# ---- design 1 ----
Figure 1. Wiring by layer (design 1).
(4 px per um)
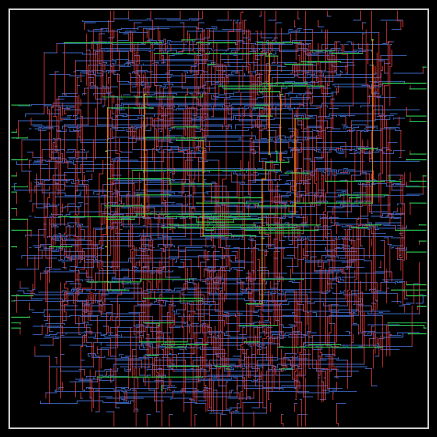
Figure 2. Clock wires, drivers and flops (design 1).
(3 px per um)
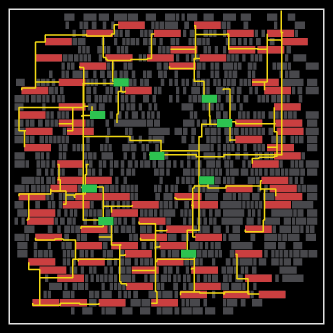
Figure 3. The metal 4 layer (design 1).
(4 px per um)
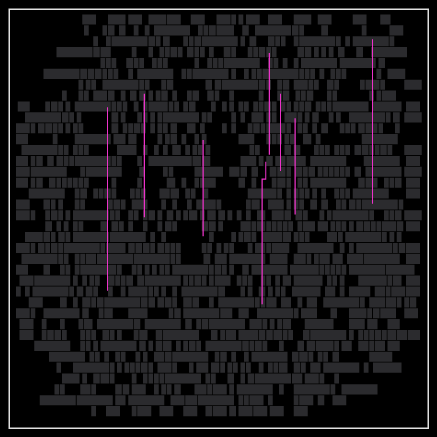
## config.mk

```make
export PLATFORM = sky130hd
export DESIGN_NAME = apb_timer_slave
export DESIGN_NICKNAME = d
export VERILOG_FILES = /design/src/rtl/apb_timer_pkg.sv /design/src/rtl/apb_timer_prescaler.sv /design/src/rtl/apb_timer_slave.sv
export SDC_FILE = /design/constraint.sdc
export NUM_CORES = 1
export LEC_CHECK = 0
export ABC_AREA = 1
export CAP_MARGIN = 10
export CORE_UTILIZATION = 54
export CTS_CLUSTER_SIZE = 28
export DETAILED_ROUTE_END_ITERATION = 10
export PLACE_DENSITY = 0.86
export SETUP_SLACK_MARGIN = 0.1
export SLEW_MARGIN = 20
export SYNTH_ARGS = -nofsm -noshare
export SYNTH_HDL_FRONTEND = slang
export SYNTH_SLANG_ARGS = --single-unit
export TNS_END_PERCENT = 20
```

## constraint.sdc

```tcl
create_clock -name HCLK -period 2.3 [get_ports HCLK]
set_input_delay 0.345 -clock HCLK [delete_from_list [all_inputs] [get_ports HCLK]]
set_output_delay 0.345 -clock HCLK [all_outputs]
set_load 0.005 [all_outputs]
```

## src/rtl/apb_timer_pkg.sv

```systemverilog
// Shared register map and bit positions for the APB timer slave.
// Capture option is selected with APB_TIMER_CAPTURE_EN.
package apb_timer_pkg;

  localparam logic [2:0] OFS_CTRL    = 3'd0;
  localparam logic [2:0] OFS_LOAD    = 3'd1;
  localparam logic [2:0] OFS_VALUE   = 3'd2;
  localparam logic [2:0] OFS_STATUS  = 3'd3;
  localparam logic [2:0] OFS_CAPTURE = 3'd4;

  localparam int CTRL_EN        = 0;
  localparam int CTRL_PERIODIC  = 1;
  localparam int CTRL_IRQ_EN    = 2;
  localparam int CTRL_PRESC_LSB = 8;
  localparam int CTRL_PRESC_MSB = 15;

  localparam int STAT_EXPIRED = 0;
  localparam int STAT_CAPF    = 1;

endpackage

```

## src/rtl/apb_timer_prescaler.sv

```systemverilog
// Free-running 0..presc divider producing a one-cycle tick.
// Held at zero while disabled or restarted.
module apb_timer_prescaler #(
  parameter int PRESC_W = 8
) (
  input  logic               clk,
  input  logic               rst_n,
  input  logic               enable_i,
  input  logic               restart_i,
  input  logic [PRESC_W-1:0] presc_i,
  output logic               tick_o
);

  logic [PRESC_W-1:0] cnt_q, cnt_d;

  assign tick_o = enable_i && (cnt_q == presc_i);

  always_comb begin
    cnt_d = cnt_q + PRESC_W'(1);
    if (!enable_i || restart_i || tick_o) begin
      cnt_d = '0;
    end
  end

  always_ff @(posedge clk or negedge rst_n) begin
    if (!rst_n) begin
      cnt_q <= '0;
    end else begin
      cnt_q <= cnt_d;
    end
  end

endmodule

```

## src/rtl/apb_timer_slave.sv

```systemverilog
// Zero-wait APB2 down-counter timer with prescaler and level IRQ.
// APB_TIMER_CAPTURE_EN adds CAP_IN edge capture at offset 0x10.
module apb_timer_slave
  import apb_timer_pkg::*;
#(
  parameter int PRESC_W = 8,
  parameter int CNT_W   = 32
) (
  input  logic        HCLK,
  input  logic        HRESETn,
  input  logic        PSEL,
  input  logic        PENABLE,
  input  logic        PWRITE,
  input  logic [31:0] PADDR,
  input  logic [31:0] PWDATA,
`ifdef APB_TIMER_CAPTURE_EN
  input  logic        CAP_IN,
`endif
  output logic [31:0] PRDATA,
  output logic        IRQ
);

  logic [2:0] sel;
  logic       wr, wr_ctrl, wr_load, wr_status;
  logic       tick, restart, cnt_step, expire;

  logic               en_q, en_d;
  logic               per_q, per_d;
  logic               irq_en_q, irq_en_d;
  logic [PRESC_W-1:0] presc_q, presc_d;
  logic [CNT_W-1:0]   load_q, load_d;
  logic [CNT_W-1:0]   value_q, value_d;
  logic               exp_q, exp_d;

  logic        capf;
  logic [31:0] capture_rd;
  logic [31:0] ctrl_rd;

  logic unused_paddr;
  assign unused_paddr = ^{PADDR[31:5], PADDR[1:0]};

  assign sel       = PADDR[4:2];
  assign wr        = PSEL && PENABLE && PWRITE;
  assign wr_ctrl   = wr && (sel == OFS_CTRL);
  assign wr_load   = wr && (sel == OFS_LOAD);
  assign wr_status = wr && (sel == OFS_STATUS);

  // Restart on LOAD writes and on an EN 0->1 write.
  assign restart = wr_load
                || (wr_ctrl && PWDATA[CTRL_EN] && !en_q);

  apb_timer_prescaler #(
    .PRESC_W (PRESC_W)
  ) u_presc (
    .clk       (HCLK),
    .rst_n     (HRESETn),
    .enable_i  (en_q),
    .restart_i (restart),
    .presc_i   (presc_q),
    .tick_o    (tick)
  );

  // A LOAD write or an EN-clearing CTRL write suppresses the tick.
  assign cnt_step = tick && en_q && !wr_load
                 && !(wr_ctrl && !PWDATA[CTRL_EN]);
  assign expire   = cnt_step && (value_q == '0);

  always_comb begin
    en_d     = en_q;
    per_d    = per_q;
    irq_en_d = irq_en_q;
    presc_d  = presc_q;
    load_d   = load_q;
    value_d  = value_q;
    exp_d    = exp_q;
    if (cnt_step) begin
      if (value_q != '0) begin
        value_d = value_q - CNT_W'(1);
      end else if (per_q) begin
        value_d = load_q;
      end else begin
        en_d = 1'b0;
      end
    end
    if (wr_status && PWDATA[STAT_EXPIRED]) begin
      exp_d = 1'b0;
    end
    if (expire) begin
      exp_d = 1'b1;
    end
    if (wr_load) begin
      load_d  = PWDATA[CNT_W-1:0];
      value_d = PWDATA[CNT_W-1:0];
    end
    if (wr_ctrl) begin
      en_d     = PWDATA[CTRL_EN];
      per_d    = PWDATA[CTRL_PERIODIC];
      irq_en_d = PWDATA[CTRL_IRQ_EN];
      presc_d  = PWDATA[CTRL_PRESC_LSB +: PRESC_W];
    end
  end

  always_ff @(posedge HCLK or negedge HRESETn) begin
    if (!HRESETn) begin
      en_q     <= 1'b0;
      per_q    <= 1'b0;
      irq_en_q <= 1'b0;
      presc_q  <= '0;
      load_q   <= '0;
      value_q  <= '0;
      exp_q    <= 1'b0;
    end else begin
      en_q     <= en_d;
      per_q    <= per_d;
      irq_en_q <= irq_en_d;
      presc_q  <= presc_d;
      load_q   <= load_d;
      value_q  <= value_d;
      exp_q    <= exp_d;
    end
  end

`ifdef APB_TIMER_CAPTURE_EN
  logic [2:0]       cap_sync_q;
  logic             capf_q, capf_d;
  logic [CNT_W-1:0] capture_q;
  logic             cap_edge;

  assign cap_edge = cap_sync_q[1] && !cap_sync_q[2];

  always_comb begin
    capf_d = capf_q;
    if (wr_status && PWDATA[STAT_CAPF]) begin
      capf_d = 1'b0;
    end
    if (cap_edge) begin
      capf_d = 1'b1;
    end
  end

  always_ff @(posedge HCLK or negedge HRESETn) begin
    if (!HRESETn) begin
      cap_sync_q <= '0;
      capf_q     <= 1'b0;
      capture_q  <= '0;
    end else begin
      cap_sync_q <= {cap_sync_q[1:0], CAP_IN};
      capf_q     <= capf_d;
      if (cap_edge) begin
        capture_q <= value_q;
      end
    end
  end

  assign capf       = capf_q;
  assign capture_rd = 32'(capture_q);
`else
  assign capf       = 1'b0;
  assign capture_rd = '0;
`endif

  assign IRQ = (exp_q || capf) && irq_en_q;

  always_comb begin
    ctrl_rd = '0;
    ctrl_rd[CTRL_EN]       = en_q;
    ctrl_rd[CTRL_PERIODIC] = per_q;
    ctrl_rd[CTRL_IRQ_EN]   = irq_en_q;
    ctrl_rd[CTRL_PRESC_LSB +: PRESC_W] = presc_q;
  end

  always_comb begin
    PRDATA = '0;
    if (PSEL && !PWRITE) begin
      unique case (sel)
        OFS_CTRL:    PRDATA = ctrl_rd;
        OFS_LOAD:    PRDATA = 32'(load_q);
        OFS_VALUE:   PRDATA = 32'(value_q);
        OFS_STATUS:  PRDATA = {30'b0, capf, exp_q};
        OFS_CAPTURE: PRDATA = capture_rd;
        default:     PRDATA = '0;
      endcase
    end
  end

endmodule

```

==> qor.yml <==
pwr-share-seq_pct: 35.4
r2r_slack_ns: 0.32
intPower_w: 0.00345
powerDensity_nw_per_um2: 921
drive_gt1_share_pct: 8.72
logic_area_sq_um: 3000
clkCellAreaFrac_pct: 2.89
antenna_found_initial: 0
holdCritPathClass: "in2async"
cts-resized-gates: 24
irDropWorstVdd_mv: 0.571
grt_pass1_vias: 5529
dp_cells: 1093
ant_nets: 0
cp-end-kind: "output port"
seq_share_pct: 30.1
fp.dieW_um: 104
dominant-cell-class: "multi-input combinational cells"
clkbuf_count: 11
ctsRootBufferMaster: "clkbuf_8"
yosysUniqueCellTypes: 32
ff2ff_path_depth: 13
timing.hold.ws_ns: 0.488
rsz0062_at_grt: "true"
slew_violations: 0
status: "finished, final reports clean"
post-route-period-util_pct: 98.5
ff_count: 84
cts_setup_buffers: 0
buf_share_pct: 15.6
swShare_pct: 46.4
htreeDepth: 3
port_buffers: 72
edf_count: 0
cp.depth: 8
netlist_top_cells_count: "nand2_1 (339), inv_1 (103), nor2_1 (90)"
comb_share_pct: 43.0
warnings: 58
grt_max_degree: 51
Notes on Figure 1 above:
orange -> metal 4  # wire length 245 um
blue -> metal 1  # wire length 7040 um
green -> metal 3  # wire length 1020 um
red -> metal 2  # wire length 7050 um
drt total wl: 15400 um
Avg WL per Cell: 13.8 um
DR vias: 5865
GRT Total Usage: 29.8%

Notes on Figure 2 above:
yellow -> clock wires  # length 1100 um
red -> flip-flops  # count 84
green -> clock drivers  # count 9
flops lie = all over the die
Worst Clk Skew: 0.0148 ns
clk pwr: 0.00110 W
clock share of power: 17.1%
Clock Latency Late Sink: 0.36 ns

Notes on Figure 3 above:
nets with wire on the layer = 7
wire length on this layer = 245 um

## kinds of logic after synthesis
| kind of cell | count (synthesis) | share of synthesized area, % |
|---|---|---|
| AND-OR/OR-AND | 129 | 11.9 |
| XOR/XNOR | 8 | 1.24 |
| adder cells (fa/ha/maj) | 3 | 0.663 |
| buffers and inverters | 143 | 10.5 |
| flip-flops | 84 | 37.1 |
| AND/OR/NAND/NOR | 521 | 38.5 |
## power by group through the flow
stage          clock [W]  combinational (W)  sequential [W]
6_report         0.00110            0.00305         0.00227
5_1_grt          0.00118            0.00346         0.00233
4_1_cts          0.00112            0.00300         0.00226
2_1_floorplan          0            0.00223         0.00216
3_3_place_gp           0            0.00292         0.00227
3_5_place_dp           0            0.00297         0.00229
## state kept, by name (all words and copies together), names as in the netlist
| name | flops |
|---|---|
| load_q | 32 |
| value_q | 32 |
| u_presc.cnt_q | 8 |
| presc_q | 8 |
| exp_q | 1 |
| per_q | 1 |
| irq_en_q | 1 |
| en_q | 1 |
## per-layer routing
layer | track usage, % | routed length (um)
met5 | 0 | 0
met4 | 9.39 | 245
met3 | 4.51 | 1020
met2 | 47.7 | 7050
met1 | 41.6 | 7040

# ---- design 2 ----
Figure 4. Zoomed window (design 2).
Region (92, 24) to (112, 44) um. Cells in gray, sequential cells in the stronger gray; small squares are vias.
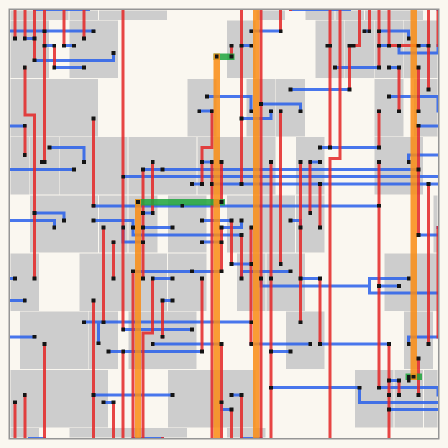
Figure 5. Clock wires, drivers and flops (design 2).
(2 px per um)
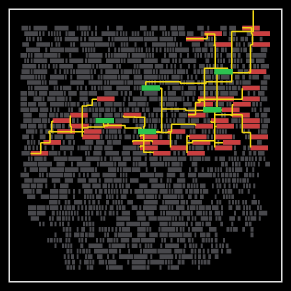
==> config.mk <==
export PLATFORM = sky130hd
export DESIGN_NAME = gf727_dot_acc_flat
export DESIGN_NICKNAME = d
export VERILOG_FILES = /design/src/rtl/gf727_pkg.sv /design/src/rtl/gf727_dot_acc_if.sv /design/src/rtl/gf727_prod_reduce.sv /design/src/rtl/gf727_dot_acc.sv /design/src/flat_wrapper.sv
export SDC_FILE = /design/constraint.sdc
export NUM_CORES = 1
export LEC_CHECK = 0
export ABC_AREA = 1
export ABC_CLOCK_PERIOD_IN_PS = 10750
export CORE_MARGIN = 5
export CORE_UTILIZATION = 64
export CTS_CLUSTER_SIZE = 10
export DETAILED_ROUTE_END_ITERATION = 6
export MAX_ROUTING_LAYER = met4
export PLACE_DENSITY_LB_ADDON = 0.2
export SKIP_CTS_REPAIR_TIMING = 1
export SLEW_MARGIN = 20
export SYNTH_ARGS = -nofsm -noshare
export SYNTH_HDL_FRONTEND = slang
export SYNTH_SLANG_ARGS = --single-unit
==> constraint.sdc <==
create_clock -name clk -period 10.75 [get_ports clk]
set_input_delay 1.6125 -clock clk [delete_from_list [all_inputs] [get_ports clk]]
set_output_delay 1.6125 -clock clk [all_outputs]
set_load 0.03 [all_outputs]
==> src/rtl/gf727_pkg.sv <==
// ---------------------------------------------------------------------------
// gf727_pkg
// Shared constants and types for the GF(727) dot-product engine.
//   Q / MU / DW / PW     : field modulus, Barrett multiplier, residue and
//                          product widths
//   BAR_SH1 / BAR_SH2    : Barrett pre/post shift amounts
//   dot_state_t          : engine FSM state (exposed on the debug port)
//   add_mod()            : canonical modular add of two residues
// ---------------------------------------------------------------------------
package gf727_pkg;

   localparam int Q       = 727;
   localparam int MU      = 1442;   // floor(2^20 / 727)
   localparam int DW      = 10;
   localparam int PW      = 20;
   localparam int BAR_SH1 = 9;
   localparam int BAR_SH2 = 11;

   typedef enum logic {
      ACC   = 1'b0,
      DRAIN = 1'b1
   } dot_state_t;

   // Both inputs canonical, so one conditional subtraction suffices.
   function automatic logic [DW-1:0] add_mod(input logic [DW-1:0] a,
                                              input logic [DW-1:0] b);
      logic [DW:0] s;
      s = {1'b0, a} + {1'b0, b};
      if (s >= (DW+1)'(Q)) s = s - (DW+1)'(Q);
      return s[DW-1:0];
   endfunction

endpackage

==> src/rtl/gf727_dot_acc_if.sv <==
// ---------------------------------------------------------------------------
// gf727_dot_acc_if
// Operand input stream and result output stream of gf727_dot_acc.
// Handshake: a transfer happens on a rising clock edge where valid and ready
// are both high; the source holds its payload stable while valid is high and
// ready is low, and ready never depends combinationally on valid.
//   master : stream source / result sink (testbench or upstream logic)
//   slave  : the engine
// Optional macro GF727_DOT_RANGE_CHK_EN adds the out_err signal.
// ---------------------------------------------------------------------------
import gf727_pkg::*;

interface gf727_dot_acc_if;
   logic          in_valid;
   logic          in_ready;
   logic [DW-1:0] in_a;
   logic [DW-1:0] in_b;
   logic          in_last;
   logic          out_valid;
   logic          out_ready;
   logic [DW-1:0] out_sum;
`ifdef GF727_DOT_RANGE_CHK_EN
   logic          out_err;

   modport master (output in_valid, in_a, in_b, in_last, out_ready,
                   input  in_ready, out_valid, out_sum, out_err);
   modport slave  (input  in_valid, in_a, in_b, in_last, out_ready,
                   output in_ready, out_valid, out_sum, out_err);
`else
   modport master (output in_valid, in_a, in_b, in_last, out_ready,
                   input  in_ready, out_valid, out_sum);
   modport slave  (input  in_valid, in_a, in_b, in_last, out_ready,
                   output in_ready, out_valid, out_sum);
`endif
endinterface

==> src/rtl/gf727_prod_reduce.sv <==
// ---------------------------------------------------------------------------
// gf727_prod_reduce
// Registered Barrett reduction of a 20-bit product modulo 727.
//   clk, rst_n : clock, asynchronous active-low reset
//   i_prod     : product, valid result guaranteed for i_prod <= 726*726
//   i_vld      : i_prod valid
//   i_last     : i_prod belongs to the last beat of a vector
//   o_red      : i_prod mod 727, canonical, one cycle later
//   o_vld      : registered i_vld
//   o_last     : registered i_last
// ---------------------------------------------------------------------------
import gf727_pkg::*;

module gf727_prod_reduce (
   input  logic          clk,
   input  logic          rst_n,
   input  logic [PW-1:0] i_prod,
   input  logic          i_vld,
   input  logic          i_last,
   output logic [DW-1:0] o_red,
   output logic          o_vld,
   output logic          o_last
);

   logic [PW-BAR_SH1-1:0] w_q1;
   logic [21:0]           w_m;
   logic [21:0]           w_m_sh;
   logic [10:0]           w_t;
   logic [21:0]           w_tq;
   logic [11:0]           w_r0;
   logic [11:0]           w_r1;
   logic [11:0]           w_r2;

   assign w_q1   = i_prod[PW-1:BAR_SH1];
   assign w_m    = {11'd0, w_q1} * 22'(MU);
   assign w_m_sh = w_m >> BAR_SH2;
   assign w_t    = w_m_sh[10:0];        // quotient estimate, <= 724
   assign w_tq   = {11'd0, w_t} * 22'(Q);
   // The true remainder lies below 3*Q < 4096, so 12-bit wrap-around
   // subtraction on the low bits yields it exactly.
   assign w_r0   = i_prod[11:0] - w_tq[11:0];
   assign w_r1   = (w_r0 >= 12'(Q)) ? (w_r0 - 12'(Q)) : w_r0;
   assign w_r2   = (w_r1 >= 12'(Q)) ? (w_r1 - 12'(Q)) : w_r1;

   always_ff @(posedge clk or negedge rst_n) begin
      if (!rst_n) begin
         o_red  <= '0;
         o_vld  <= 1'b0;
         o_last <= 1'b0;
      end else begin
         o_vld  <= i_vld;
         o_last <= i_vld & i_last;
         if (i_vld) o_red <= w_r2[DW-1:0];
      end
   end

endmodule

==> src/rtl/gf727_dot_acc.sv <==
// ---------------------------------------------------------------------------
// gf727_dot_acc
// Streaming dot product over GF(727): sum of a*b mod 727 per vector.
// Pipeline: P (multiply) -> R (Barrett, sub-module) -> A (accumulate).
//   clk, rst_n  : clock, asynchronous active-low reset
//   bus         : slave side of gf727_dot_acc_if (operand/result streams)
//   o_dbg_state : current FSM state
// Optional macro GF727_DOT_RANGE_CHK_EN: operands >= 727 are zeroed and a
// sticky out_err is reported with the result.
// ---------------------------------------------------------------------------
import gf727_pkg::*;

module gf727_dot_acc (
   input  logic            clk,
   input  logic            rst_n,
   gf727_dot_acc_if.slave  bus,
   output dot_state_t      o_dbg_state
);

   dot_state_t    r_state;
   logic [PW-1:0] r_prod;
   logic          r_vld_p;
   logic          r_last_p;
   logic [DW-1:0] r_acc;
   logic          r_done;       // last term entered the accumulator
   logic          r_out_valid;

   logic          w_accept;
   logic [DW-1:0] w_a;
   logic [DW-1:0] w_b;
   logic [DW-1:0] w_red;
   logic          w_vld_r;
   logic          w_last_r;

   assign w_accept = bus.in_valid & bus.in_ready;

`ifdef GF727_DOT_RANGE_CHK_EN
   logic r_err;
   logic w_bad_a;
   logic w_bad_b;
   assign w_bad_a     = (bus.in_a >= DW'(Q));
   assign w_bad_b     = (bus.in_b >= DW'(Q));
   assign w_a         = w_bad_a ? '0 : bus.in_a;
   assign w_b         = w_bad_b ? '0 : bus.in_b;
   assign bus.out_err = r_err;
`else
   assign w_a = bus.in_a;
   assign w_b = bus.in_b;
`endif

   // Stage P
   always_ff @(posedge clk or negedge rst_n) begin
      if (!rst_n) begin
         r_prod   <= '0;
         r_vld_p  <= 1'b0;
         r_last_p <= 1'b0;
      end else begin
         r_vld_p  <= w_accept;
         r_last_p <= w_accept & bus.in_last;
         if (w_accept) r_prod <= PW'(w_a) * PW'(w_b);
      end
   end

   // Stage R
   gf727_prod_reduce u_reduce (
      .clk    (clk),
      .rst_n  (rst_n),
      .i_prod (r_prod),
      .i_vld  (r_vld_p),
      .i_last (r_last_p),
      .o_red  (w_red),
      .o_vld  (w_vld_r),
      .o_last (w_last_r)
   );

   // Stage A and FSM. out_valid rises one edge after the last term lands in
   // r_acc, so out_sum (= r_acc) is final and stays put while out_valid is
   // high: no terms are in flight once DRAIN has seen r_done.
   always_ff @(posedge clk or negedge rst_n) begin
      if (!rst_n) begin
         r_state     <= ACC;
         r_acc       <= '0;
         r_done      <= 1'b0;
         r_out_valid <= 1'b0;
`ifdef GF727_DOT_RANGE_CHK_EN
         r_err       <= 1'b0;
`endif
      end else begin
         if (w_vld_r) r_acc <= add_mod(r_acc, w_red);
         r_done <= w_vld_r & w_last_r;
`ifdef GF727_DOT_RANGE_CHK_EN
         if (w_accept && (w_bad_a || w_bad_b)) r_err <= 1'b1;
`endif
         case (r_state)
            ACC: begin
               if (w_accept && bus.in_last) r_state <= DRAIN;
            end
            DRAIN: begin
               if (r_done) r_out_valid <= 1'b1;
               if (r_out_valid && bus.out_ready) begin
                  r_out_valid <= 1'b0;
                  r_acc       <= '0;
                  r_state     <= ACC;
`ifdef GF727_DOT_RANGE_CHK_EN
                  r_err       <= 1'b0;
`endif
               end
            end
            default: r_state <= ACC;
         endcase
      end
   end

   assign bus.in_ready  = (r_state == ACC);
   assign bus.out_valid = r_out_valid;
   assign bus.out_sum   = r_acc;
   assign o_dbg_state   = r_state;

endmodule

==> src/flat_wrapper.sv <==
// flat-port wrapper written by rule: the top's interface ports become plain ports
module gf727_dot_acc_flat 
  (clk, rst_n, o_dbg_state, bus_in_valid, bus_in_a, bus_in_b, bus_in_last, bus_out_ready, bus_in_ready, bus_out_valid, bus_out_sum);
  gf727_dot_acc_if bus_i ();
  input  logic clk;
  input  logic rst_n;
  output dot_state_t o_dbg_state;
  input wire logic [$bits(bus_i.in_valid)-1:0] bus_in_valid;
  input wire logic [$bits(bus_i.in_a)-1:0] bus_in_a;
  input wire logic [$bits(bus_i.in_b)-1:0] bus_in_b;
  input wire logic [$bits(bus_i.in_last)-1:0] bus_in_last;
  input wire logic [$bits(bus_i.out_ready)-1:0] bus_out_ready;
  output wire logic [$bits(bus_i.in_ready)-1:0] bus_in_ready;
  output wire logic [$bits(bus_i.out_valid)-1:0] bus_out_valid;
  output wire logic [$bits(bus_i.out_sum)-1:0] bus_out_sum;
  assign bus_i.in_valid = bus_in_valid;
  assign bus_i.in_a = bus_in_a;
  assign bus_i.in_b = bus_in_b;
  assign bus_i.in_last = bus_in_last;
  assign bus_i.out_ready = bus_out_ready;
  assign bus_in_ready = bus_i.in_ready;
  assign bus_out_valid = bus_i.out_valid;
  assign bus_out_sum = bus_i.out_sum;
  gf727_dot_acc u_core (.clk(clk), .rst_n(rst_n), .bus(bus_i), .o_dbg_state(o_dbg_state));
endmodule
==> qor.yml <==
status: "finished, final reports clean"
synthSimpleGateAreaFrac_pct: 19.8
cpMaxStageDelayCell: "fa_1"
fin_setup_tns_ns: 0
diodes: 1
top_power_group: "combinational logic"
mostFrequentLayoutCells: "nand2_1 (346), inv_1 (324), ha_1 (162)"
edf_count: 0
synth.area.mux_share_pct: 0
hold_viol: 0
std_cell_rows: 45
holdPathEnd: "u_core.u_reduce.o_last"
holdCritStartpoint: "u_core.r_last_p"
pwr-share-seq_pct: 18.9
required_ns: 10.93
gp_congestion: 0.902
dr.pass1.iters: 5
grt_max_degree: 48
dpl.hpwl_um: 17600
synth_area_per_cell_sq_um: 7.47
fp.dieW_um: 136
max_slew_margin_pct: 60.0
yosysWarnings: 0
top_cell_area_share_pct: 22.4
grt_pass1_vias: 8190
dominant-cell-class: "multi-input combinational cells"
fp_util_pct: 65.9
ctsRootBufferMaster: "clkbuf_16"
warnings: 28
clkbuf_count: 5
netlist_logic_family_top: "adder cells"
critical_path_arrival_ns: 9.34
wl_per_cell_um: 13.1
syn_to_final_growth_pct: 6.60
buf_share_pct: 3.49
synthAoiAreaFrac_pct: 7.29
antenna_found_initial: 1
reg2reg_from: "u_core.r_prod[10]"
fin_crit_ns: 9.16
dr.first_iter.drc_count: 383
p_seq_w: 0.000177
powerDensity_nw_per_um2: 87.1
ff_count: 47
core_sq_um: 15300
clkTransAtPathRegs_ns: 0.07
synth_top_cell_by_count: "nand2_1"
grt_use_total_pct: 24.6
nets: 1663
clock_sinks: 47
swShare_pct: 42.4
p_clk_share_pct: 19.5
tightest_slew_ns: 0.600
cp-startpoint: "u_core.r_prod[10]"
seq_share_pct: 10.9
ys_sh_xor_pct: 4.91
irDropWorstVdd_mv: 0.117
netlist_top_cells_count: "nand2_1 (346), inv_1 (324), ha_1 (162)"
fmax_mhz: 109
clock_path_buffers: 2
yosysUniqueCellTypes: 39
dieArea_sq_um: 18400
die_h_um: 136
crit_type: "reg2reg"
combPwrFrac_pct: 61.7
clkCellAreaFrac_pct: 1.61
ys.flops: 47
Notes on Figure 4 above:
orange -> metal 4
red -> metal 2
blue -> metal 1
green -> metal 3
cells with their middle in the window = 40
sequential cells in the window = 0
most frequent = nand2_1 (12), xor2_1 (6)

Notes on Figure 5 above:
green -> clock drivers  # count 5
red -> flip-flops  # count 47
yellow -> clock wires  # length 644 um
routed clock nets = 6
clk pwr: 0.000182 W
Clock Latency Late Sink: 0.30 ns
Worst Clk Skew: 0.00535 ns

==> layer usage <==
metal  track usage, %  routed length (um)  vias up
met3             2.53                 790       27
met1             31.5                9050     3941
li1                 -                   -     4138
met2             43.1               10500      143
met5                -                   0        -
met4             4.31                 280        0
==> stage by stage <==
stage / hold slack [ns] / cells / setup slack [ns] / area (sq um) / power [W]
6_report: 0.435 / 1576 / 1.59 / 10800 / 0.000937
5_1_grt: 0.463 / 1576 / 0.872 / 10800 / 0.00103
4_1_cts: 0.437 / 1575 / 1.59 / 10700 / 0.000941
3_5_place_dp: 0.427 / 1567 / 1.60 / 10600 / 0.000737
3_3_place_gp: 0.415 / 1567 / 1.86 / 10600 / 0.000728
2_1_floorplan: 0.369 / 1351 / 2.33 / 10100 / 0.000628
==> sequential cells by signal (all words and copies together), names as in the netlist <==
register,cells
u_core.bus.out_sum,10
u_core.bus.out_valid,1
u_core.o_dbg_state,1
u_core.r_done,1
u_core.r_last_p,1
u_core.r_prod,20
u_core.r_vld_p,1
u_core.u_reduce.o_last,1
u_core.u_reduce.o_red,10
u_core.u_reduce.o_vld,1

# ---- design 3 ----
Figure 6. Sequential cells colored by netlist name (design 3).
(8 px per um)
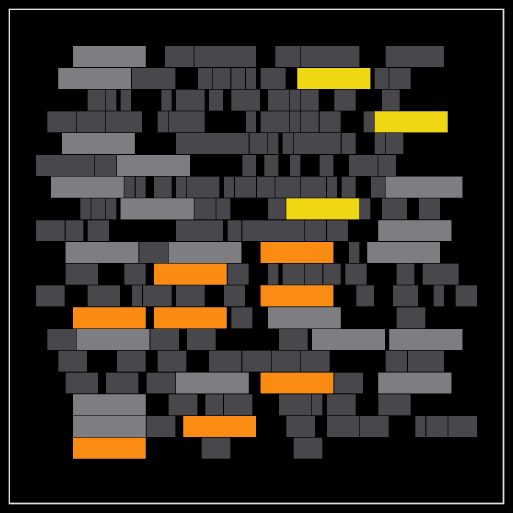
Figure 7. Wiring by layer (design 3).
(6 px per um)
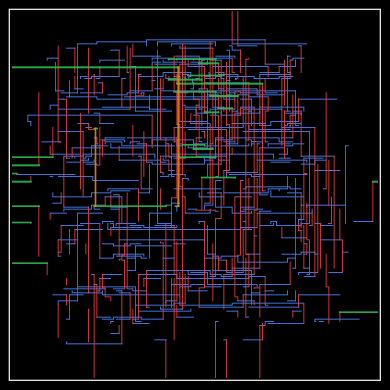
### src/rtl/hdlc_framer.sv
// HDLC transmit framer: opening flag, bit-stuffed LSB-first payload, then closing flag or abort on underrun.
// State and bit counter always describe the bit currently on serOut, so status pulses align with that bit.
module hdlc_framer #(
  parameter logic [7:0] FLAG      = 8'h7E,
  parameter logic [7:0] ABORT_SEQ = 8'hFE
) (
  input  logic       clk,
  input  logic       rst,
  input  logic [7:0] din,
  input  logic       din_valid,
  input  logic       din_last,
  output logic       din_ready,
  output logic       serOut,
  output logic       busy,
  output logic       frame_done,
  output logic       abort
);

  typedef enum logic [2:0] {IDLE, OPEN, DATA, STUFF, CLOSE, ABORT} state_t;

  state_t     state, state_nxt;
  logic [2:0] bit_cnt, bit_cnt_nxt;
  logic [2:0] ones_cnt, ones_cnt_nxt;
  logic [7:0] shifter, shifter_nxt;
  logic       cur_last, cur_last_nxt;
  logic       hold_full, hold_full_nxt;
  logic [7:0] hold_dat, hold_dat_nxt;
  logic       hold_last, hold_last_nxt;
  logic       last_acc, last_acc_nxt;
  logic       ser_nxt;
  logic       emit_data;
  logic       boundary;

  assign din_ready  = !hold_full && !last_acc &&
                      (state == IDLE || state == OPEN || state == DATA || state == STUFF);
  assign busy       = (state != IDLE);
  assign frame_done = (state == CLOSE) && (bit_cnt == 3'd7);
  assign abort      = (state == ABORT) && (bit_cnt == 3'd7);

  always_ff @(posedge clk or posedge rst) begin
    if (rst) begin
      state     <= IDLE;
      bit_cnt   <= 3'd0;
      ones_cnt  <= 3'd0;
      shifter   <= 8'd0;
      cur_last  <= 1'b0;
      hold_full <= 1'b0;
      hold_dat  <= 8'd0;
      hold_last <= 1'b0;
      last_acc  <= 1'b0;
      serOut    <= 1'b1;
    end else begin
      state     <= state_nxt;
      bit_cnt   <= bit_cnt_nxt;
      ones_cnt  <= ones_cnt_nxt;
      shifter   <= shifter_nxt;
      cur_last  <= cur_last_nxt;
      hold_full <= hold_full_nxt;
      hold_dat  <= hold_dat_nxt;
      hold_last <= hold_last_nxt;
      last_acc  <= last_acc_nxt;
      serOut    <= ser_nxt;
    end
  end

  always_comb begin
    state_nxt     = state;
    bit_cnt_nxt   = bit_cnt;
    ones_cnt_nxt  = ones_cnt;
    shifter_nxt   = shifter;
    cur_last_nxt  = cur_last;
    hold_full_nxt = hold_full;
    hold_dat_nxt  = hold_dat;
    hold_last_nxt = hold_last;
    last_acc_nxt  = last_acc;
    ser_nxt       = 1'b1;
    emit_data     = 1'b0;
    boundary      = 1'b0;

    case (state)
      IDLE: begin
        if (hold_full) begin
          state_nxt   = OPEN;
          bit_cnt_nxt = 3'd0;
          ser_nxt     = FLAG[0];
        end
      end
      OPEN: begin
        if (bit_cnt == 3'd7) begin
          state_nxt   = DATA;
          bit_cnt_nxt = 3'd0;
          emit_data   = 1'b1;
        end else begin
          bit_cnt_nxt = bit_cnt + 3'd1;
          ser_nxt     = FLAG[bit_cnt_nxt];
          // Hold moves to the shifter together with the last flag bit.
          if (bit_cnt == 3'd6) begin
            shifter_nxt   = hold_dat;
            cur_last_nxt  = hold_last;
            hold_full_nxt = 1'b0;
            ones_cnt_nxt  = 3'd0;
          end
        end
      end
      DATA: begin
        if (ones_cnt == 3'd5) begin
          state_nxt    = STUFF;
          ser_nxt      = 1'b0;
          ones_cnt_nxt = 3'd0;
        end else if (bit_cnt != 3'd7) begin
          bit_cnt_nxt = bit_cnt + 3'd1;
          emit_data   = 1'b1;
        end else begin
          boundary = 1'b1;
        end
      end
      STUFF: begin
        if (bit_cnt != 3'd7) begin
          state_nxt   = DATA;
          bit_cnt_nxt = bit_cnt + 3'd1;
          emit_data   = 1'b1;
        end else begin
          boundary = 1'b1;
        end
      end
      CLOSE, ABORT: begin
        if (bit_cnt == 3'd7) begin
          state_nxt    = IDLE;
          bit_cnt_nxt  = 3'd0;
          last_acc_nxt = 1'b0;
          if (state == ABORT) hold_full_nxt = 1'b0;
        end else begin
          bit_cnt_nxt = bit_cnt + 3'd1;
          ser_nxt     = (state == CLOSE) ? FLAG[bit_cnt_nxt] : ABORT_SEQ[bit_cnt_nxt];
        end
      end
      default: state_nxt = IDLE;
    endcase

    if (boundary) begin
      bit_cnt_nxt = 3'd0;
      if (cur_last) begin
        state_nxt = CLOSE;
        ser_nxt   = FLAG[0];
      end else if (hold_full) begin
        state_nxt     = DATA;
        shifter_nxt   = hold_dat;
        cur_last_nxt  = hold_last;
        hold_full_nxt = 1'b0;
        emit_data     = 1'b1;
      end else begin
        state_nxt = ABORT;
        ser_nxt   = ABORT_SEQ[0];
      end
    end

    // Ones run is carried across byte boundaries; only payload bits touch it.
    if (emit_data) begin
      ser_nxt      = shifter_nxt[0];
      ones_cnt_nxt = shifter_nxt[0] ? ones_cnt + 3'd1 : 3'd0;
      shifter_nxt  = {1'b0, shifter_nxt[7:1]};
    end

    if (din_valid && din_ready) begin
      hold_full_nxt = 1'b1;
      hold_dat_nxt  = din;
      hold_last_nxt = din_last;
      if (din_last) last_acc_nxt = 1'b1;
    end
  end

endmodule

### config.mk
export PLATFORM = sky130hd
export DESIGN_NAME = hdlc_framer
export DESIGN_NICKNAME = d
export VERILOG_FILES = /design/src/rtl/hdlc_framer.sv
export SDC_FILE = /design/constraint.sdc
export NUM_CORES = 1
export LEC_CHECK = 0
export CAP_MARGIN = 10
export CORE_MARGIN = 3
export CORE_UTILIZATION = 52
export CTS_CLUSTER_DIAMETER = 50
export CTS_CLUSTER_SIZE = 40
export DETAILED_ROUTE_END_ITERATION = 10
export PLACE_DENSITY = 0.72
export SLEW_MARGIN = 20
export SYNTH_ARGS = -nofsm -noshare
export SYNTH_HDL_FRONTEND = slang
export SYNTH_SLANG_ARGS = --single-unit
### constraint.sdc
create_clock -name clk -period 2.4 [get_ports clk]
set_clock_uncertainty 0.15 [all_clocks]
set_input_delay 0.24 -clock clk [delete_from_list [all_inputs] [get_ports clk]]
set_output_delay 0.24 -clock clk [all_outputs]
set_load 0.1 [all_outputs]
==> qor.yml <==
cts_made_buffers: 5
antenna_found_initial: 0
synth_area_per_cell_sq_um: 11.0
post-route-period-util_pct: 95.5
status: "finished, final reports clean"
dr_wl_met2_um: 1560
htreeDepth: 2
die_h_um: 61.6
syn-cell-area_sq_um: 1610
synthSimpleGateAreaFrac_pct: 15.0
max_slew_margin_pct: 67.7
max_stage_delay_ns: 0.38
irDropWorstVdd_mv: 0.379
dr.first_iter.drc_count: 60
ys_sh_xor_pct: 0.545
ys_chip_area_sq_um: 1610
cts-resized-gates: 2
path_buffers: 2
dp_cells: 193
ys_seq_share_pct: 46.8
power_leakage_nw: 0.977
slew_violations: 0
crit_type: "reg2out"
gp_congestion: 0.931
dr.pass1.iters: 4
fp.dieW_um: 61.6
power_w: 0.000801
powerDensity_nw_per_um2: 414
warnings: 29
num_tap_cells: 31
ys.flops: 30
ant_nets: 0
cp-startpoint: "bit_cnt[1]"
endpoint: "abort"
fp_nets: 164
cts_hold_buf: 0
drv_cap: 0
hold_viol: 0
nets: 187
fin_util_pct: 67.8
use_met2_pct: 30.6
grt-ovfl-total: 0
core_sq_um: 2850
dominant-cell-class: "multi-input combinational cells"
crit_chain: "ha_2 > ha_4 > buf_4 > nor2b_2 > nand2_1 > nor2_4 > buf_12"
final-instance-count-excl-fill: 200
fill_cells: 233
drc: 0
mostFrequentLayoutCells: "dfrtp_1 (29), mux2i_1 (20), clkdlybuf4s50_1 (11)"
yosysWarnings: 0
fin_setup_tns_ns: 0
cts_tree: "done"
fin_crit_ns: 2.29
synthAdderAreaFrac_pct: 4.67
logic_area_sq_um: 830
netlist_logic_family_top: "multiplexers"
cp-end-kind: "output port"
comb_share_pct: 42.9
worstPathMaxFanout: 7
via_per_inst: 5.91
drive_gt1_share_pct: 17.2
crit_family: "simple AND/OR/NAND/NOR gates"
clock_path_buffers: 2
diodes: 0
top_usage_layer: "met2"
std_cell_rows: 19
ctsRootBufferMaster: "clkbuf_4"
wl_met1_um: 1470
top_area_cell: "dfrtp_1"
reg2reg_from: "bit_cnt[1]"
Notes on Figure 6 above:
yellow -> `state`  # sequential cells 3
orange -> `shifter`  # sequential cells 8
Flop+latch power: 0.000505 W
proportion of cell area occupied by registers: 38.9%
register area: 752 sq um

Notes on Figure 7 above:
red -> metal 2  # wire length 1560 um
orange -> metal 4  # wire length 36.0 um
green -> metal 3  # wire length 146 um
blue -> metal 1  # wire length 1470 um
drt total wl: 3210 um
Avg WL per Cell: 16.1 um
GRT Total Usage: 19.4%
DR vias: 1182

## Yosys cell counts (all sizes together)
library cell,instances
a221o,1
a31oi,1
nor4,3
or2b,1
a22oi,1
a21oi,5
mux2i,20
buf,4
a22o,1
and3,1
nand4,1
clkbuf,3
xnor2,1
mux2,8
and2,1
nor3b,1
nor2,10
or2,1
a21o,2
dfstp,1
o32ai,2
o21ai,4
or3,2
o31ai,1
o22ai,4
o221ai,1
ha,6
nor2b,2
inv,8
and3b,1
a222oi,1
nand2,10
nor3,5
a21bo,1
dfrtp,29
nand2b,2
## where the power goes
group          internal (W)   total, W  switching (W)
clock network      0.000110   0.000267       0.000157
registers          0.000505   0.000505              0
logic             0.0000167  0.0000281      0.0000114
## registers in the layout, summed over array words and instances, names as in the netlist
name       count
bit_cnt        3
cur_last       1
hold_dat       8
hold_full      1
hold_last      1
last_acc       1
ones_cnt       3
serOut         1
shifter        8
state          3
## logic make-up after synthesis
| group | count (synthesis) |
|---|---|
| xor+xnor | 1 |
| simple gates | 41 |
| flops | 30 |
| mux | 28 |
| fa+ha+maj | 6 |
| compound gates | 25 |
| buf+inv | 15 |

# ---- design 4 ----
Figure 8. The metal 4 layer (design 4).
(2 px per um)
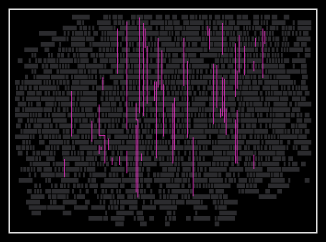
Figure 9. Clock wires, drivers and flops (design 4).
(2 px per um)
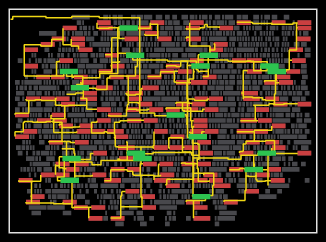
--- config.mk ---
export PLATFORM = sky130hd
export DESIGN_NAME = spike_encoder
export DESIGN_NICKNAME = d
export VERILOG_FILES = /design/src/rtl/spike_encoder.sv
export SDC_FILE = /design/constraint.sdc
export NUM_CORES = 1
export LEC_CHECK = 0
export ABC_AREA = 1
export CAP_MARGIN = 20
export CORE_AREA = 2 2 151 109
export DETAILED_ROUTE_END_ITERATION = 10
export DIE_AREA = 0 0 153 111
export GPL_TIMING_DRIVEN = 0
export HOLD_SLACK_MARGIN = 0.06
export PLACE_DENSITY = 0.84
export SLEW_MARGIN = 0
export SYNTH_ARGS = -nofsm -noshare
export SYNTH_HDL_FRONTEND = slang
export SYNTH_SLANG_ARGS = --single-unit
--- constraint.sdc ---
create_clock -name clk -period 1.76 [get_ports clk]
set_input_delay 0.352 -clock clk [delete_from_list [all_inputs] [get_ports clk]]
set_output_delay 0.352 -clock clk [all_outputs]
set_load 0.02 [all_outputs]
--- src/rtl/spike_encoder.sv ---
`default_nettype none
// ============================================================================
// Module   : spike_encoder
// Purpose  : Rate-coding spike source. Streams TIMESTEPS spike vectors per
//            frame from a loadable per-synapse intensity table. The macro
//            SPIKE_ENCODER_DETERMINISTIC_EN selects phase-accumulator coding
//            instead of the LFSR stochastic coding.
// Revision : 1.0  initial release
// ============================================================================
module spike_encoder #(
    parameter int          SYNAPSES       = 32,
    parameter int          INTENSITY_BITS = 4,
    parameter int          TIMESTEPS      = 16,
    parameter logic [15:0] LFSR_SEED      = 16'hACE1
) (
    input  logic                        clk,
    input  logic                        reset,
    input  logic                        load_valid,
    output logic                        load_ready,
    input  logic [$clog2(SYNAPSES)-1:0] load_index,
    input  logic [INTENSITY_BITS-1:0]   load_value,
    input  logic                        start,
    output logic                        busy,
    output logic [SYNAPSES-1:0]         spikes,
    output logic                        spikes_valid,
    input  logic                        spikes_ready,
    output logic [15:0]                 timestep,
    output logic                        done
);
    localparam int c_IDX_W = $clog2(SYNAPSES);

    typedef enum logic [1:0] {
        S_IDLE = 2'd0,
        S_RUN  = 2'd1,
        S_DONE = 2'd2
    } state_t;

    state_t                    state_q, state_d;
    logic [15:0]               ts_q, ts_d;
    logic [INTENSITY_BITS-1:0] intens_q [SYNAPSES];
    logic [INTENSITY_BITS-1:0] intens_d [SYNAPSES];
    logic                      go;
    logic                      xfer;
    logic [SYNAPSES-1:0]       spk;

    assign go   = (state_q == S_IDLE) && start;
    assign xfer = (state_q == S_RUN) && spikes_ready;

    always_comb begin
        state_d  = state_q;
        ts_d     = ts_q;
        intens_d = intens_q;
        case (state_q)
            S_IDLE: begin
                if (start) begin
                    state_d = S_RUN;
                    ts_d    = 16'd0;
                end
            end
            S_RUN: begin
                if (xfer) begin
                    if (ts_q == 16'(TIMESTEPS - 1)) begin
                        state_d = S_DONE;
                        ts_d    = 16'd0;
                    end else begin
                        ts_d = ts_q + 16'd1;
                    end
                end
            end
            S_DONE:  state_d = S_IDLE;
            default: state_d = S_IDLE;
        endcase
        // Out-of-range indices only exist when SYNAPSES is not a power of two.
        if (load_valid && (state_q == S_IDLE) &&
            ({1'b0, load_index} < (c_IDX_W + 1)'(SYNAPSES))) begin
            intens_d[load_index] = load_value;
        end
    end

    always_ff @(posedge clk) begin
        if (reset) begin
            state_q  <= S_IDLE;
            ts_q     <= 16'd0;
            intens_q <= '{default: '0};
        end else begin
            state_q  <= state_d;
            ts_q     <= ts_d;
            intens_q <= intens_d;
        end
    end

`ifdef SPIKE_ENCODER_DETERMINISTIC_EN
    logic [INTENSITY_BITS-1:0] acc_q   [SYNAPSES];
    logic [INTENSITY_BITS-1:0] acc_d   [SYNAPSES];
    logic [INTENSITY_BITS:0]   acc_sum [SYNAPSES];

    // A spike is the carry out of the phase accumulator.
    always_comb begin
        for (int i = 0; i < SYNAPSES; i++) begin
            acc_sum[i] = {1'b0, acc_q[i]} + {1'b0, intens_q[i]};
            spk[i]     = acc_sum[i][INTENSITY_BITS];
            if (go) begin
                acc_d[i] = '0;
            end else if (xfer) begin
                acc_d[i] = acc_sum[i][INTENSITY_BITS-1:0];
            end else begin
                acc_d[i] = acc_q[i];
            end
        end
    end

    always_ff @(posedge clk) begin
        if (reset) begin
            acc_q <= '{default: '0};
        end else begin
            acc_q <= acc_d;
        end
    end
`else
    logic [15:0] lfsr_q, lfsr_d;
    logic [31:0] lfsr_dbl;

    // Doubling the LFSR turns a left rotation into a plain part-select.
    always_comb begin
        lfsr_dbl = {lfsr_q, lfsr_q};
        lfsr_d   = lfsr_q;
        if (go) begin
            lfsr_d = LFSR_SEED;
        end else if (xfer) begin
            lfsr_d = {lfsr_q[0] ^ lfsr_q[2] ^ lfsr_q[3] ^ lfsr_q[5], lfsr_q[15:1]};
        end
        for (int i = 0; i < SYNAPSES; i++) begin
            spk[i] = intens_q[i] > lfsr_dbl[(16 - (i % 16)) +: INTENSITY_BITS];
        end
    end

    always_ff @(posedge clk) begin
        if (reset) begin
            lfsr_q <= LFSR_SEED;
        end else begin
            lfsr_q <= lfsr_d;
        end
    end
`endif

    assign load_ready   = (state_q == S_IDLE);
    assign busy         = (state_q != S_IDLE);
    assign spikes_valid = (state_q == S_RUN);
    assign done         = (state_q == S_DONE);
    assign timestep     = ts_q;
    assign spikes       = spikes_valid ? spk : '0;

endmodule
`default_nettype wire

==> qor.yml <==
holdCritPathClass: "reg2reg"
max_stage_delay_ns: 0.38
post-route-period-util_pct: 124
cts_hold_buf: 0
fmax_mhz: 460
ff2ff_path_depth: 7
dr_wl_met2_um: 13200
cp-end-kind: "output port"
violations: "design-rule violations, negative setup slack"
via_per_inst: 5.91
synthAdderAreaFrac_pct: 17.6
cp-startpoint: "lfsr_q[2]"
finalWorstSetupSlack_ns: -0.415
top_area_cell: "dfxtp_1"
use_met2_pct: 53.6
ys_sh_xor_pct: 0.667
synthAoiAreaFrac_pct: 15.2
holdPathEnd: "intens_q[16]"
synth_area_per_cell_sq_um: 7.30
ctsRootBufferMaster: "clkbuf_16"
dpl_worst_slack_ns: -1.19
status: "finished, violations left"
fp.dieW_um: 153
grt_use_met3_pct: 8.37
r2r_slack_ns: -0.03
diodes: 0
setup_violations: 33
tightest_slew_ns: 0.774
drv_cap: 0
drc: 1
cts_made_buffers: 17
ff_type: "dfxtp_1"
drive_gt1_share_pct: 17.9
## Picture notes: Figure 8
longest straight run = 53.7 um
wire length on this layer = 968 um
drt total wl: 28900 um
DR vias: 9364

## Picture notes: Figure 9
red -> flip-flops  # count 162
yellow -> clock wires  # length 2120 um
green -> clock drivers  # count 17
flops lie = all over the die
routed clock nets = 18

-- cells in the final DEF (no fill, tap or decap), drive strengths merged, types with 37 or more instances in the layout --
master and instances:
a21oi 61, buf 61, clkbuf 56, dfxtp 162, ha 129, inv 103, nand2 108, nand3 38
nand4 37, nor2 327, o21ai 177
-- area by class of cell --
| type | instances | area (sq um) |
|---|---|---|
| Buffer | 34 | 193 |
| Clock buffer | 26 | 509 |
| Timing Repair Buffer | 90 | 772 |
| Fill cell | 1050 | 3910 |
| Sequential cell | 162 | 3310 |
| Tap cell | 205 | 256 |
| Multi-Input combinational cell | 931 | 6160 |
| Clock inverter | 4 | 48.8 |
| Inverter | 132 | 613 |
-- report_power, final --
part / switching, W / leakage, nW / internal, W / total, W
registers: 0.0000799 / 1.31 / 0.00372 / 0.00380
clock network: 0.00151 / 0.276 / 0.00212 / 0.00363
logic: 0.000792 / 3.32 / 0.000459 / 0.00125
-- state kept, by name, indices dropped and copies added, names as in the netlist --
name and flops:
state_q 2, intens_q 128, timestep 16, lfsr_q 16
-- timing repair --
action,CTS,global route
gates resized,381,81
buffers inserted,24,1
endpoints found under the setup margin,123,174
pin swaps,28,23

# ---- design 5 ----
## src/rtl/tcb_net_pkg.sv

```systemverilog
// Shared definitions for the MNIST TCB net back end.
// Holds class count, score width, class-index width, the signed score
// type and the state encoding of the argmax scanner.
package tcb_net_pkg;

    localparam int N_CLASS = 10;
    localparam int SCORE_W = 28;
    localparam int IDX_W   = 4;

    typedef logic signed [SCORE_W-1:0] score_t;

    typedef enum logic {
        ST_IDLE = 1'b0,
        ST_SCAN = 1'b1
    } state_e;

endpackage

```

## src/rtl/signed_max_cmp.sv

```systemverilog
// Combinational signed "greater-than" step of a running argmax.
// Ports:
//   cand_i / cand_idx_i : candidate score and its index
//   cur_max_i / cur_idx_i : running maximum and its index
//   nxt_max_o / nxt_idx_o : running maximum after this candidate
// Ties keep the running value, so the lower index wins when candidates
// are presented in increasing index order.
module signed_max_cmp #(
    parameter int DATA_WIDTH = 28,
    parameter int IDX_WIDTH  = 4
) (
    input  logic [DATA_WIDTH-1:0] cand_i,
    input  logic [IDX_WIDTH-1:0]  cand_idx_i,
    input  logic [DATA_WIDTH-1:0] cur_max_i,
    input  logic [IDX_WIDTH-1:0]  cur_idx_i,
    output logic [DATA_WIDTH-1:0] nxt_max_o,
    output logic [IDX_WIDTH-1:0]  nxt_idx_o
);

    logic take_cand;

    assign take_cand = $signed(cand_i) > $signed(cur_max_i);
    assign nxt_max_o = take_cand ? cand_i     : cur_max_i;
    assign nxt_idx_o = take_cand ? cand_idx_i : cur_idx_i;

endmodule

```

## src/rtl/layer2_argmax_10x28.sv

```systemverilog
// Serial argmax over the N packed signed class scores of the output layer.
// Ports:
//   clk, rst   : clock, asynchronous active-high reset
//   valid      : layer_in holds a score vector this cycle
//   layer_in   : N packed scores, element k at [k*DATA_WIDTH +: DATA_WIDTH]
//   ready      : one-cycle pulse, class_out/max_out carry a new result
//   class_out  : index of the maximum score (held)
//   max_out    : maximum score (held)
//   busy       : scan in progress
//   drop       : one-cycle pulse, a valid arrived while busy and was ignored
// The vector is captured into a local bank on the accepting edge, then one
// element per cycle is compared against the running maximum.
module layer2_argmax_10x28
    import tcb_net_pkg::*;
#(
    parameter int N          = N_CLASS,
    parameter int DATA_WIDTH = SCORE_W,
    parameter int IDX_WIDTH  = IDX_W
) (
    input  logic                    clk,
    input  logic                    rst,
    input  logic                    valid,
    input  logic [N*DATA_WIDTH-1:0] layer_in,
    output logic                    ready,
    output logic [IDX_WIDTH-1:0]    class_out,
    output logic [DATA_WIDTH-1:0]   max_out,
    output logic                    busy,
    output logic                    drop
);

    localparam logic [IDX_WIDTH-1:0] LAST_IDX = IDX_WIDTH'(N - 1);

    logic [DATA_WIDTH-1:0] in_elem [N];
    logic [DATA_WIDTH-1:0] bank_q  [N];

    state_e                state_q,   state_d;
    logic [IDX_WIDTH-1:0]  cnt_q,     cnt_d;
    logic [DATA_WIDTH-1:0] cur_max_q, cur_max_d;
    logic [IDX_WIDTH-1:0]  cur_idx_q, cur_idx_d;
    logic [IDX_WIDTH-1:0]  class_q,   class_d;
    logic [DATA_WIDTH-1:0] max_q,     max_d;
    logic                  ready_q,   ready_d;
    logic                  drop_q,    drop_d;
    logic                  load_bank;

    logic [DATA_WIDTH-1:0] nxt_max;
    logic [IDX_WIDTH-1:0]  nxt_idx;

    genvar gi;
    generate
        for (gi = 0; gi < N; gi++) begin : g_unpack
            assign in_elem[gi] = layer_in[gi*DATA_WIDTH +: DATA_WIDTH];
        end
    endgenerate

    signed_max_cmp #(
        .DATA_WIDTH (DATA_WIDTH),
        .IDX_WIDTH  (IDX_WIDTH)
    ) u_cmp (
        .cand_i     (bank_q[cnt_q]),
        .cand_idx_i (cnt_q),
        .cur_max_i  (cur_max_q),
        .cur_idx_i  (cur_idx_q),
        .nxt_max_o  (nxt_max),
        .nxt_idx_o  (nxt_idx)
    );

    always_comb begin
        state_d   = state_q;
        cnt_d     = cnt_q;
        cur_max_d = cur_max_q;
        cur_idx_d = cur_idx_q;
        class_d   = class_q;
        max_d     = max_q;
        ready_d   = 1'b0;
        drop_d    = 1'b0;
        load_bank = 1'b0;

        unique case (state_q)
            ST_IDLE: begin
                if (valid) begin
                    // Element 0 seeds the running maximum straight from the
                    // input, so the scan only has to visit elements 1..N-1.
                    load_bank = 1'b1;
                    cur_max_d = in_elem[0];
                    cur_idx_d = '0;
                    cnt_d     = IDX_WIDTH'(1);
                    state_d   = ST_SCAN;
                end
            end
            ST_SCAN: begin
                drop_d    = valid;
                cur_max_d = nxt_max;
                cur_idx_d = nxt_idx;
                cnt_d     = cnt_q + IDX_WIDTH'(1);
                if (cnt_q == LAST_IDX) begin
                    class_d = nxt_idx;
                    max_d   = nxt_max;
                    ready_d = 1'b1;
                    cnt_d   = '0;
                    state_d = ST_IDLE;
                end
            end
            default: state_d = ST_IDLE;
        endcase
    end

    always_ff @(posedge clk or posedge rst) begin
        if (rst) begin
            state_q   <= ST_IDLE;
            cnt_q     <= '0;
            cur_max_q <= '0;
            cur_idx_q <= '0;
            class_q   <= '0;
            max_q     <= '0;
            ready_q   <= 1'b0;
            drop_q    <= 1'b0;
            for (int k = 0; k < N; k++) begin
                bank_q[k] <= '0;
            end
        end else begin
            state_q   <= state_d;
            cnt_q     <= cnt_d;
            cur_max_q <= cur_max_d;
            cur_idx_q <= cur_idx_d;
            class_q   <= class_d;
            max_q     <= max_d;
            ready_q   <= ready_d;
            drop_q    <= drop_d;
            if (load_bank) begin
                for (int k = 0; k < N; k++) begin
                    bank_q[k] <= in_elem[k];
                end
            end
        end
    end

    assign ready     = ready_q;
    assign class_out = class_q;
    assign max_out   = max_q;
    assign busy      = (state_q == ST_SCAN);
    assign drop      = drop_q;

endmodule

```

## config.mk

```make
export PLATFORM = sky130hd
export DESIGN_NAME = layer2_argmax_10x28
export DESIGN_NICKNAME = d
export VERILOG_FILES = /design/src/rtl/tcb_net_pkg.sv /design/src/rtl/signed_max_cmp.sv /design/src/rtl/layer2_argmax_10x28.sv
export SDC_FILE = /design/constraint.sdc
export NUM_CORES = 1
export LEC_CHECK = 0
export CORE_MARGIN = 5
export CORE_UTILIZATION = 45
export DETAILED_ROUTE_END_ITERATION = 16
export DONT_BUFFER_PORTS = 1
export PLACE_DENSITY_LB_ADDON = 0.1
export SYNTH_ARGS = -nofsm -noshare
export SYNTH_HDL_FRONTEND = slang
export SYNTH_SLANG_ARGS = --single-unit
```

## constraint.sdc

```tcl
create_clock -name clk -period 23.2 [get_ports clk]
set_clock_uncertainty 0.05 [all_clocks]
set_input_delay 4.64 -clock clk [delete_from_list [all_inputs] [get_ports clk]]
set_output_delay 4.64 -clock clk [all_outputs]
set_load 0.1 [all_outputs]
```

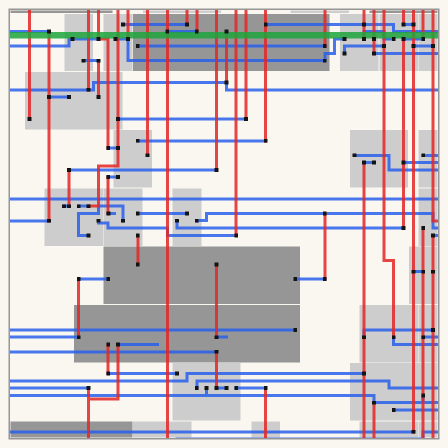
Figure 10: design 5, zoomed window.
Region (141, 40) to (161, 60) um. Cells in gray, sequential cells in the stronger gray; small squares are vias.
blue -> metal 1
red -> metal 2
green -> metal 3
cells with their middle in the window = 20
sequential cells in the window = 3

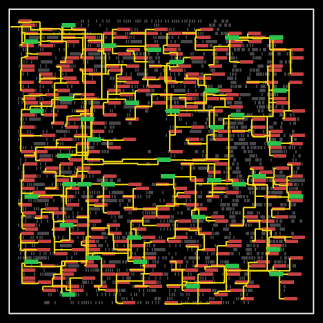
Figure 11: design 5, clock wires, drivers and flops.
(1.5 px per um)
green -> clock drivers  # count 40
yellow -> clock wires  # length 4670 um
red -> flip-flops  # count 351
routed clock nets = 41

==> qor.yml <==
logic_area_sq_um: 7160
buffers: 19
syn_inst: 1773
top_area_cell: "dfrtp_1"
status: "finished, final reports clean"
top_usage_layer: "met2"
use_met2_pct: 37.8
via_per_inst: 5.47
grt_use_total_pct: 24.4
holdCritPathClass: "reg2reg"
tightest_slew_ns: 1.17
fp_nets: 2086
clock_latency_ns: 0.53
drv_cap: 0
fin_crit_ns: 7.01
routed_wl_um: 49800
holdPathEnd: "bank_q[123]"
fp.dieW_um: 202
top_cell_area_share_pct: 53.0
grt_use_met1_pct: 33.7
finalWorstSetupSlack_ns: 16.19
drc: 0
netlist_logic_family_top: "simple AND/OR/NAND/NOR gates"
ff2ff_path_depth: 13
yosys-stat-cells: 1773
power_w: 0.00345
ys_sh_xor_pct: 0
cp-end-kind: "register"
edf_count: 0
yosysWarnings: 0
powerDensity_nw_per_um2: 191
fill_cells: 3477
syn_to_final_growth_pct: 9.15
dr.pass1.iters: 5
critPathLaunchType: "input port"
crit_type: "in2reg"
routed.top_layer: "met4"
cpMaxStageDelayCell: "buf_4"
async_reset_ff_share_pct: 100
final-seq-area_sq_um: 8790
cts-resized-gates: 0
timing.hold.ws_ns: 0.419
slew_violations: 0
port_buffers: 0
finalInstanceArea_sq_um: 18100
rr_endpoint: "cur_max_q[19]"
clock_path_buffers: 3
final-instance-count-excl-fill: 2209
drive_gt1_share_pct: 8.56
clkTransAtPathRegs_ns: 0.06
required_ns: 23.61
die_h_um: 202
clkCellAreaFrac_pct: 7.03
synth_area_per_cell_sq_um: 9.35
synthAoiAreaFrac_pct: 10.4
hold_depth: 2
ctsRootBufferMaster: "clkbuf_16"
syn-cell-area_sq_um: 16600
wl_met1_um: 21700
yosysUniqueCellTypes: 39
## worst max-delay path, delay by kind of cell
family | cells | cell delay [ns]
buffers and inverters | 3 | 2.25
AND/OR/NAND/NOR | 3 | 0.40
## cell usage in the layout (no fill, tap or decap), drive strengths merged
master / synthesis / final
nand2: 796 / 796
dfrtp: 351 / 351
a21oi: 126 / 126
clkbuf: 92 / 60
mux4: 56 / 56
o21ai: 37 / 37
nor2: 35 / 35
inv: 33 / 33
a21o: 31 / 31
ha: 30 / 30
and2: 30 / 30
a221o: 29 / 29
mux2i: 28 / 28
o31ai: 28 / 28
buf: 28 / 19
nand4: 9 / 9
nand3: 8 / 8
clkinv: 1 / 6
a31oi: 5 / 5
nor3: 4 / 4
a22o: 3 / 3
bufinv: 0 / 3
a211oi: 2 / 2
nor2b: 2 / 2
o211ai: 2 / 2
diode: 0 / 1
or2: 1 / 1
a21boi: 1 / 1
nor4: 1 / 1
o41ai: 1 / 1
a31o: 1 / 1
and3: 1 / 1
a211o: 1 / 1
## where the power goes
group | leakage (nW) | internal [W] | switching, W
sequential | 4.38 | 0.000906 | 0.000399
combinational | 4.11 | 0.000589 | 0.000941
clock | 0.626 | 0.000376 | 0.000245
total | 9.12 | 0.00187 | 0.00158


## Gallery

Zoomed window.
(a)
Region (36, 5) to (56, 25) um. Cells in gray, sequential cells in the stronger gray; small squares are vias.
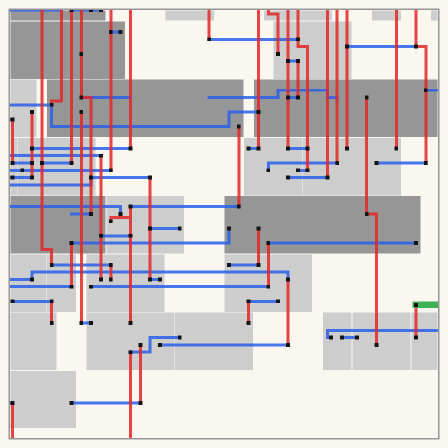
(b)
Region (68, 16) to (88, 36) um. Cells in gray, sequential cells in the stronger gray; small squares are vias.
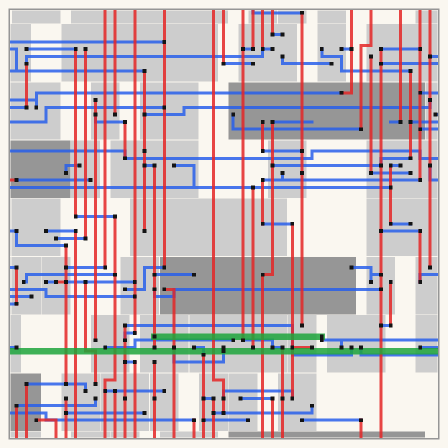
(c)
Region (105, 18) to (125, 38) um. Cells in gray, sequential cells in the stronger gray; small squares are vias.
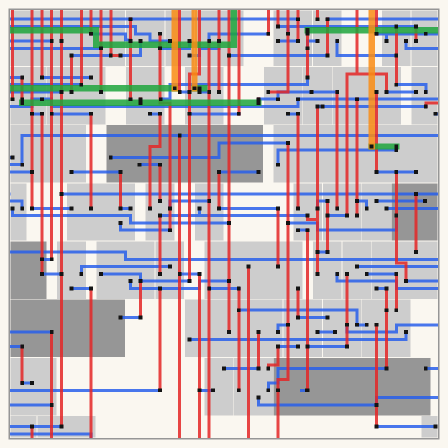
| from | picture |
|---|---|
| design 3 | (a) |
| design 1 | (b) |
| design 4 | (c) |

Power is estimated from default activity; no workload was simulated.
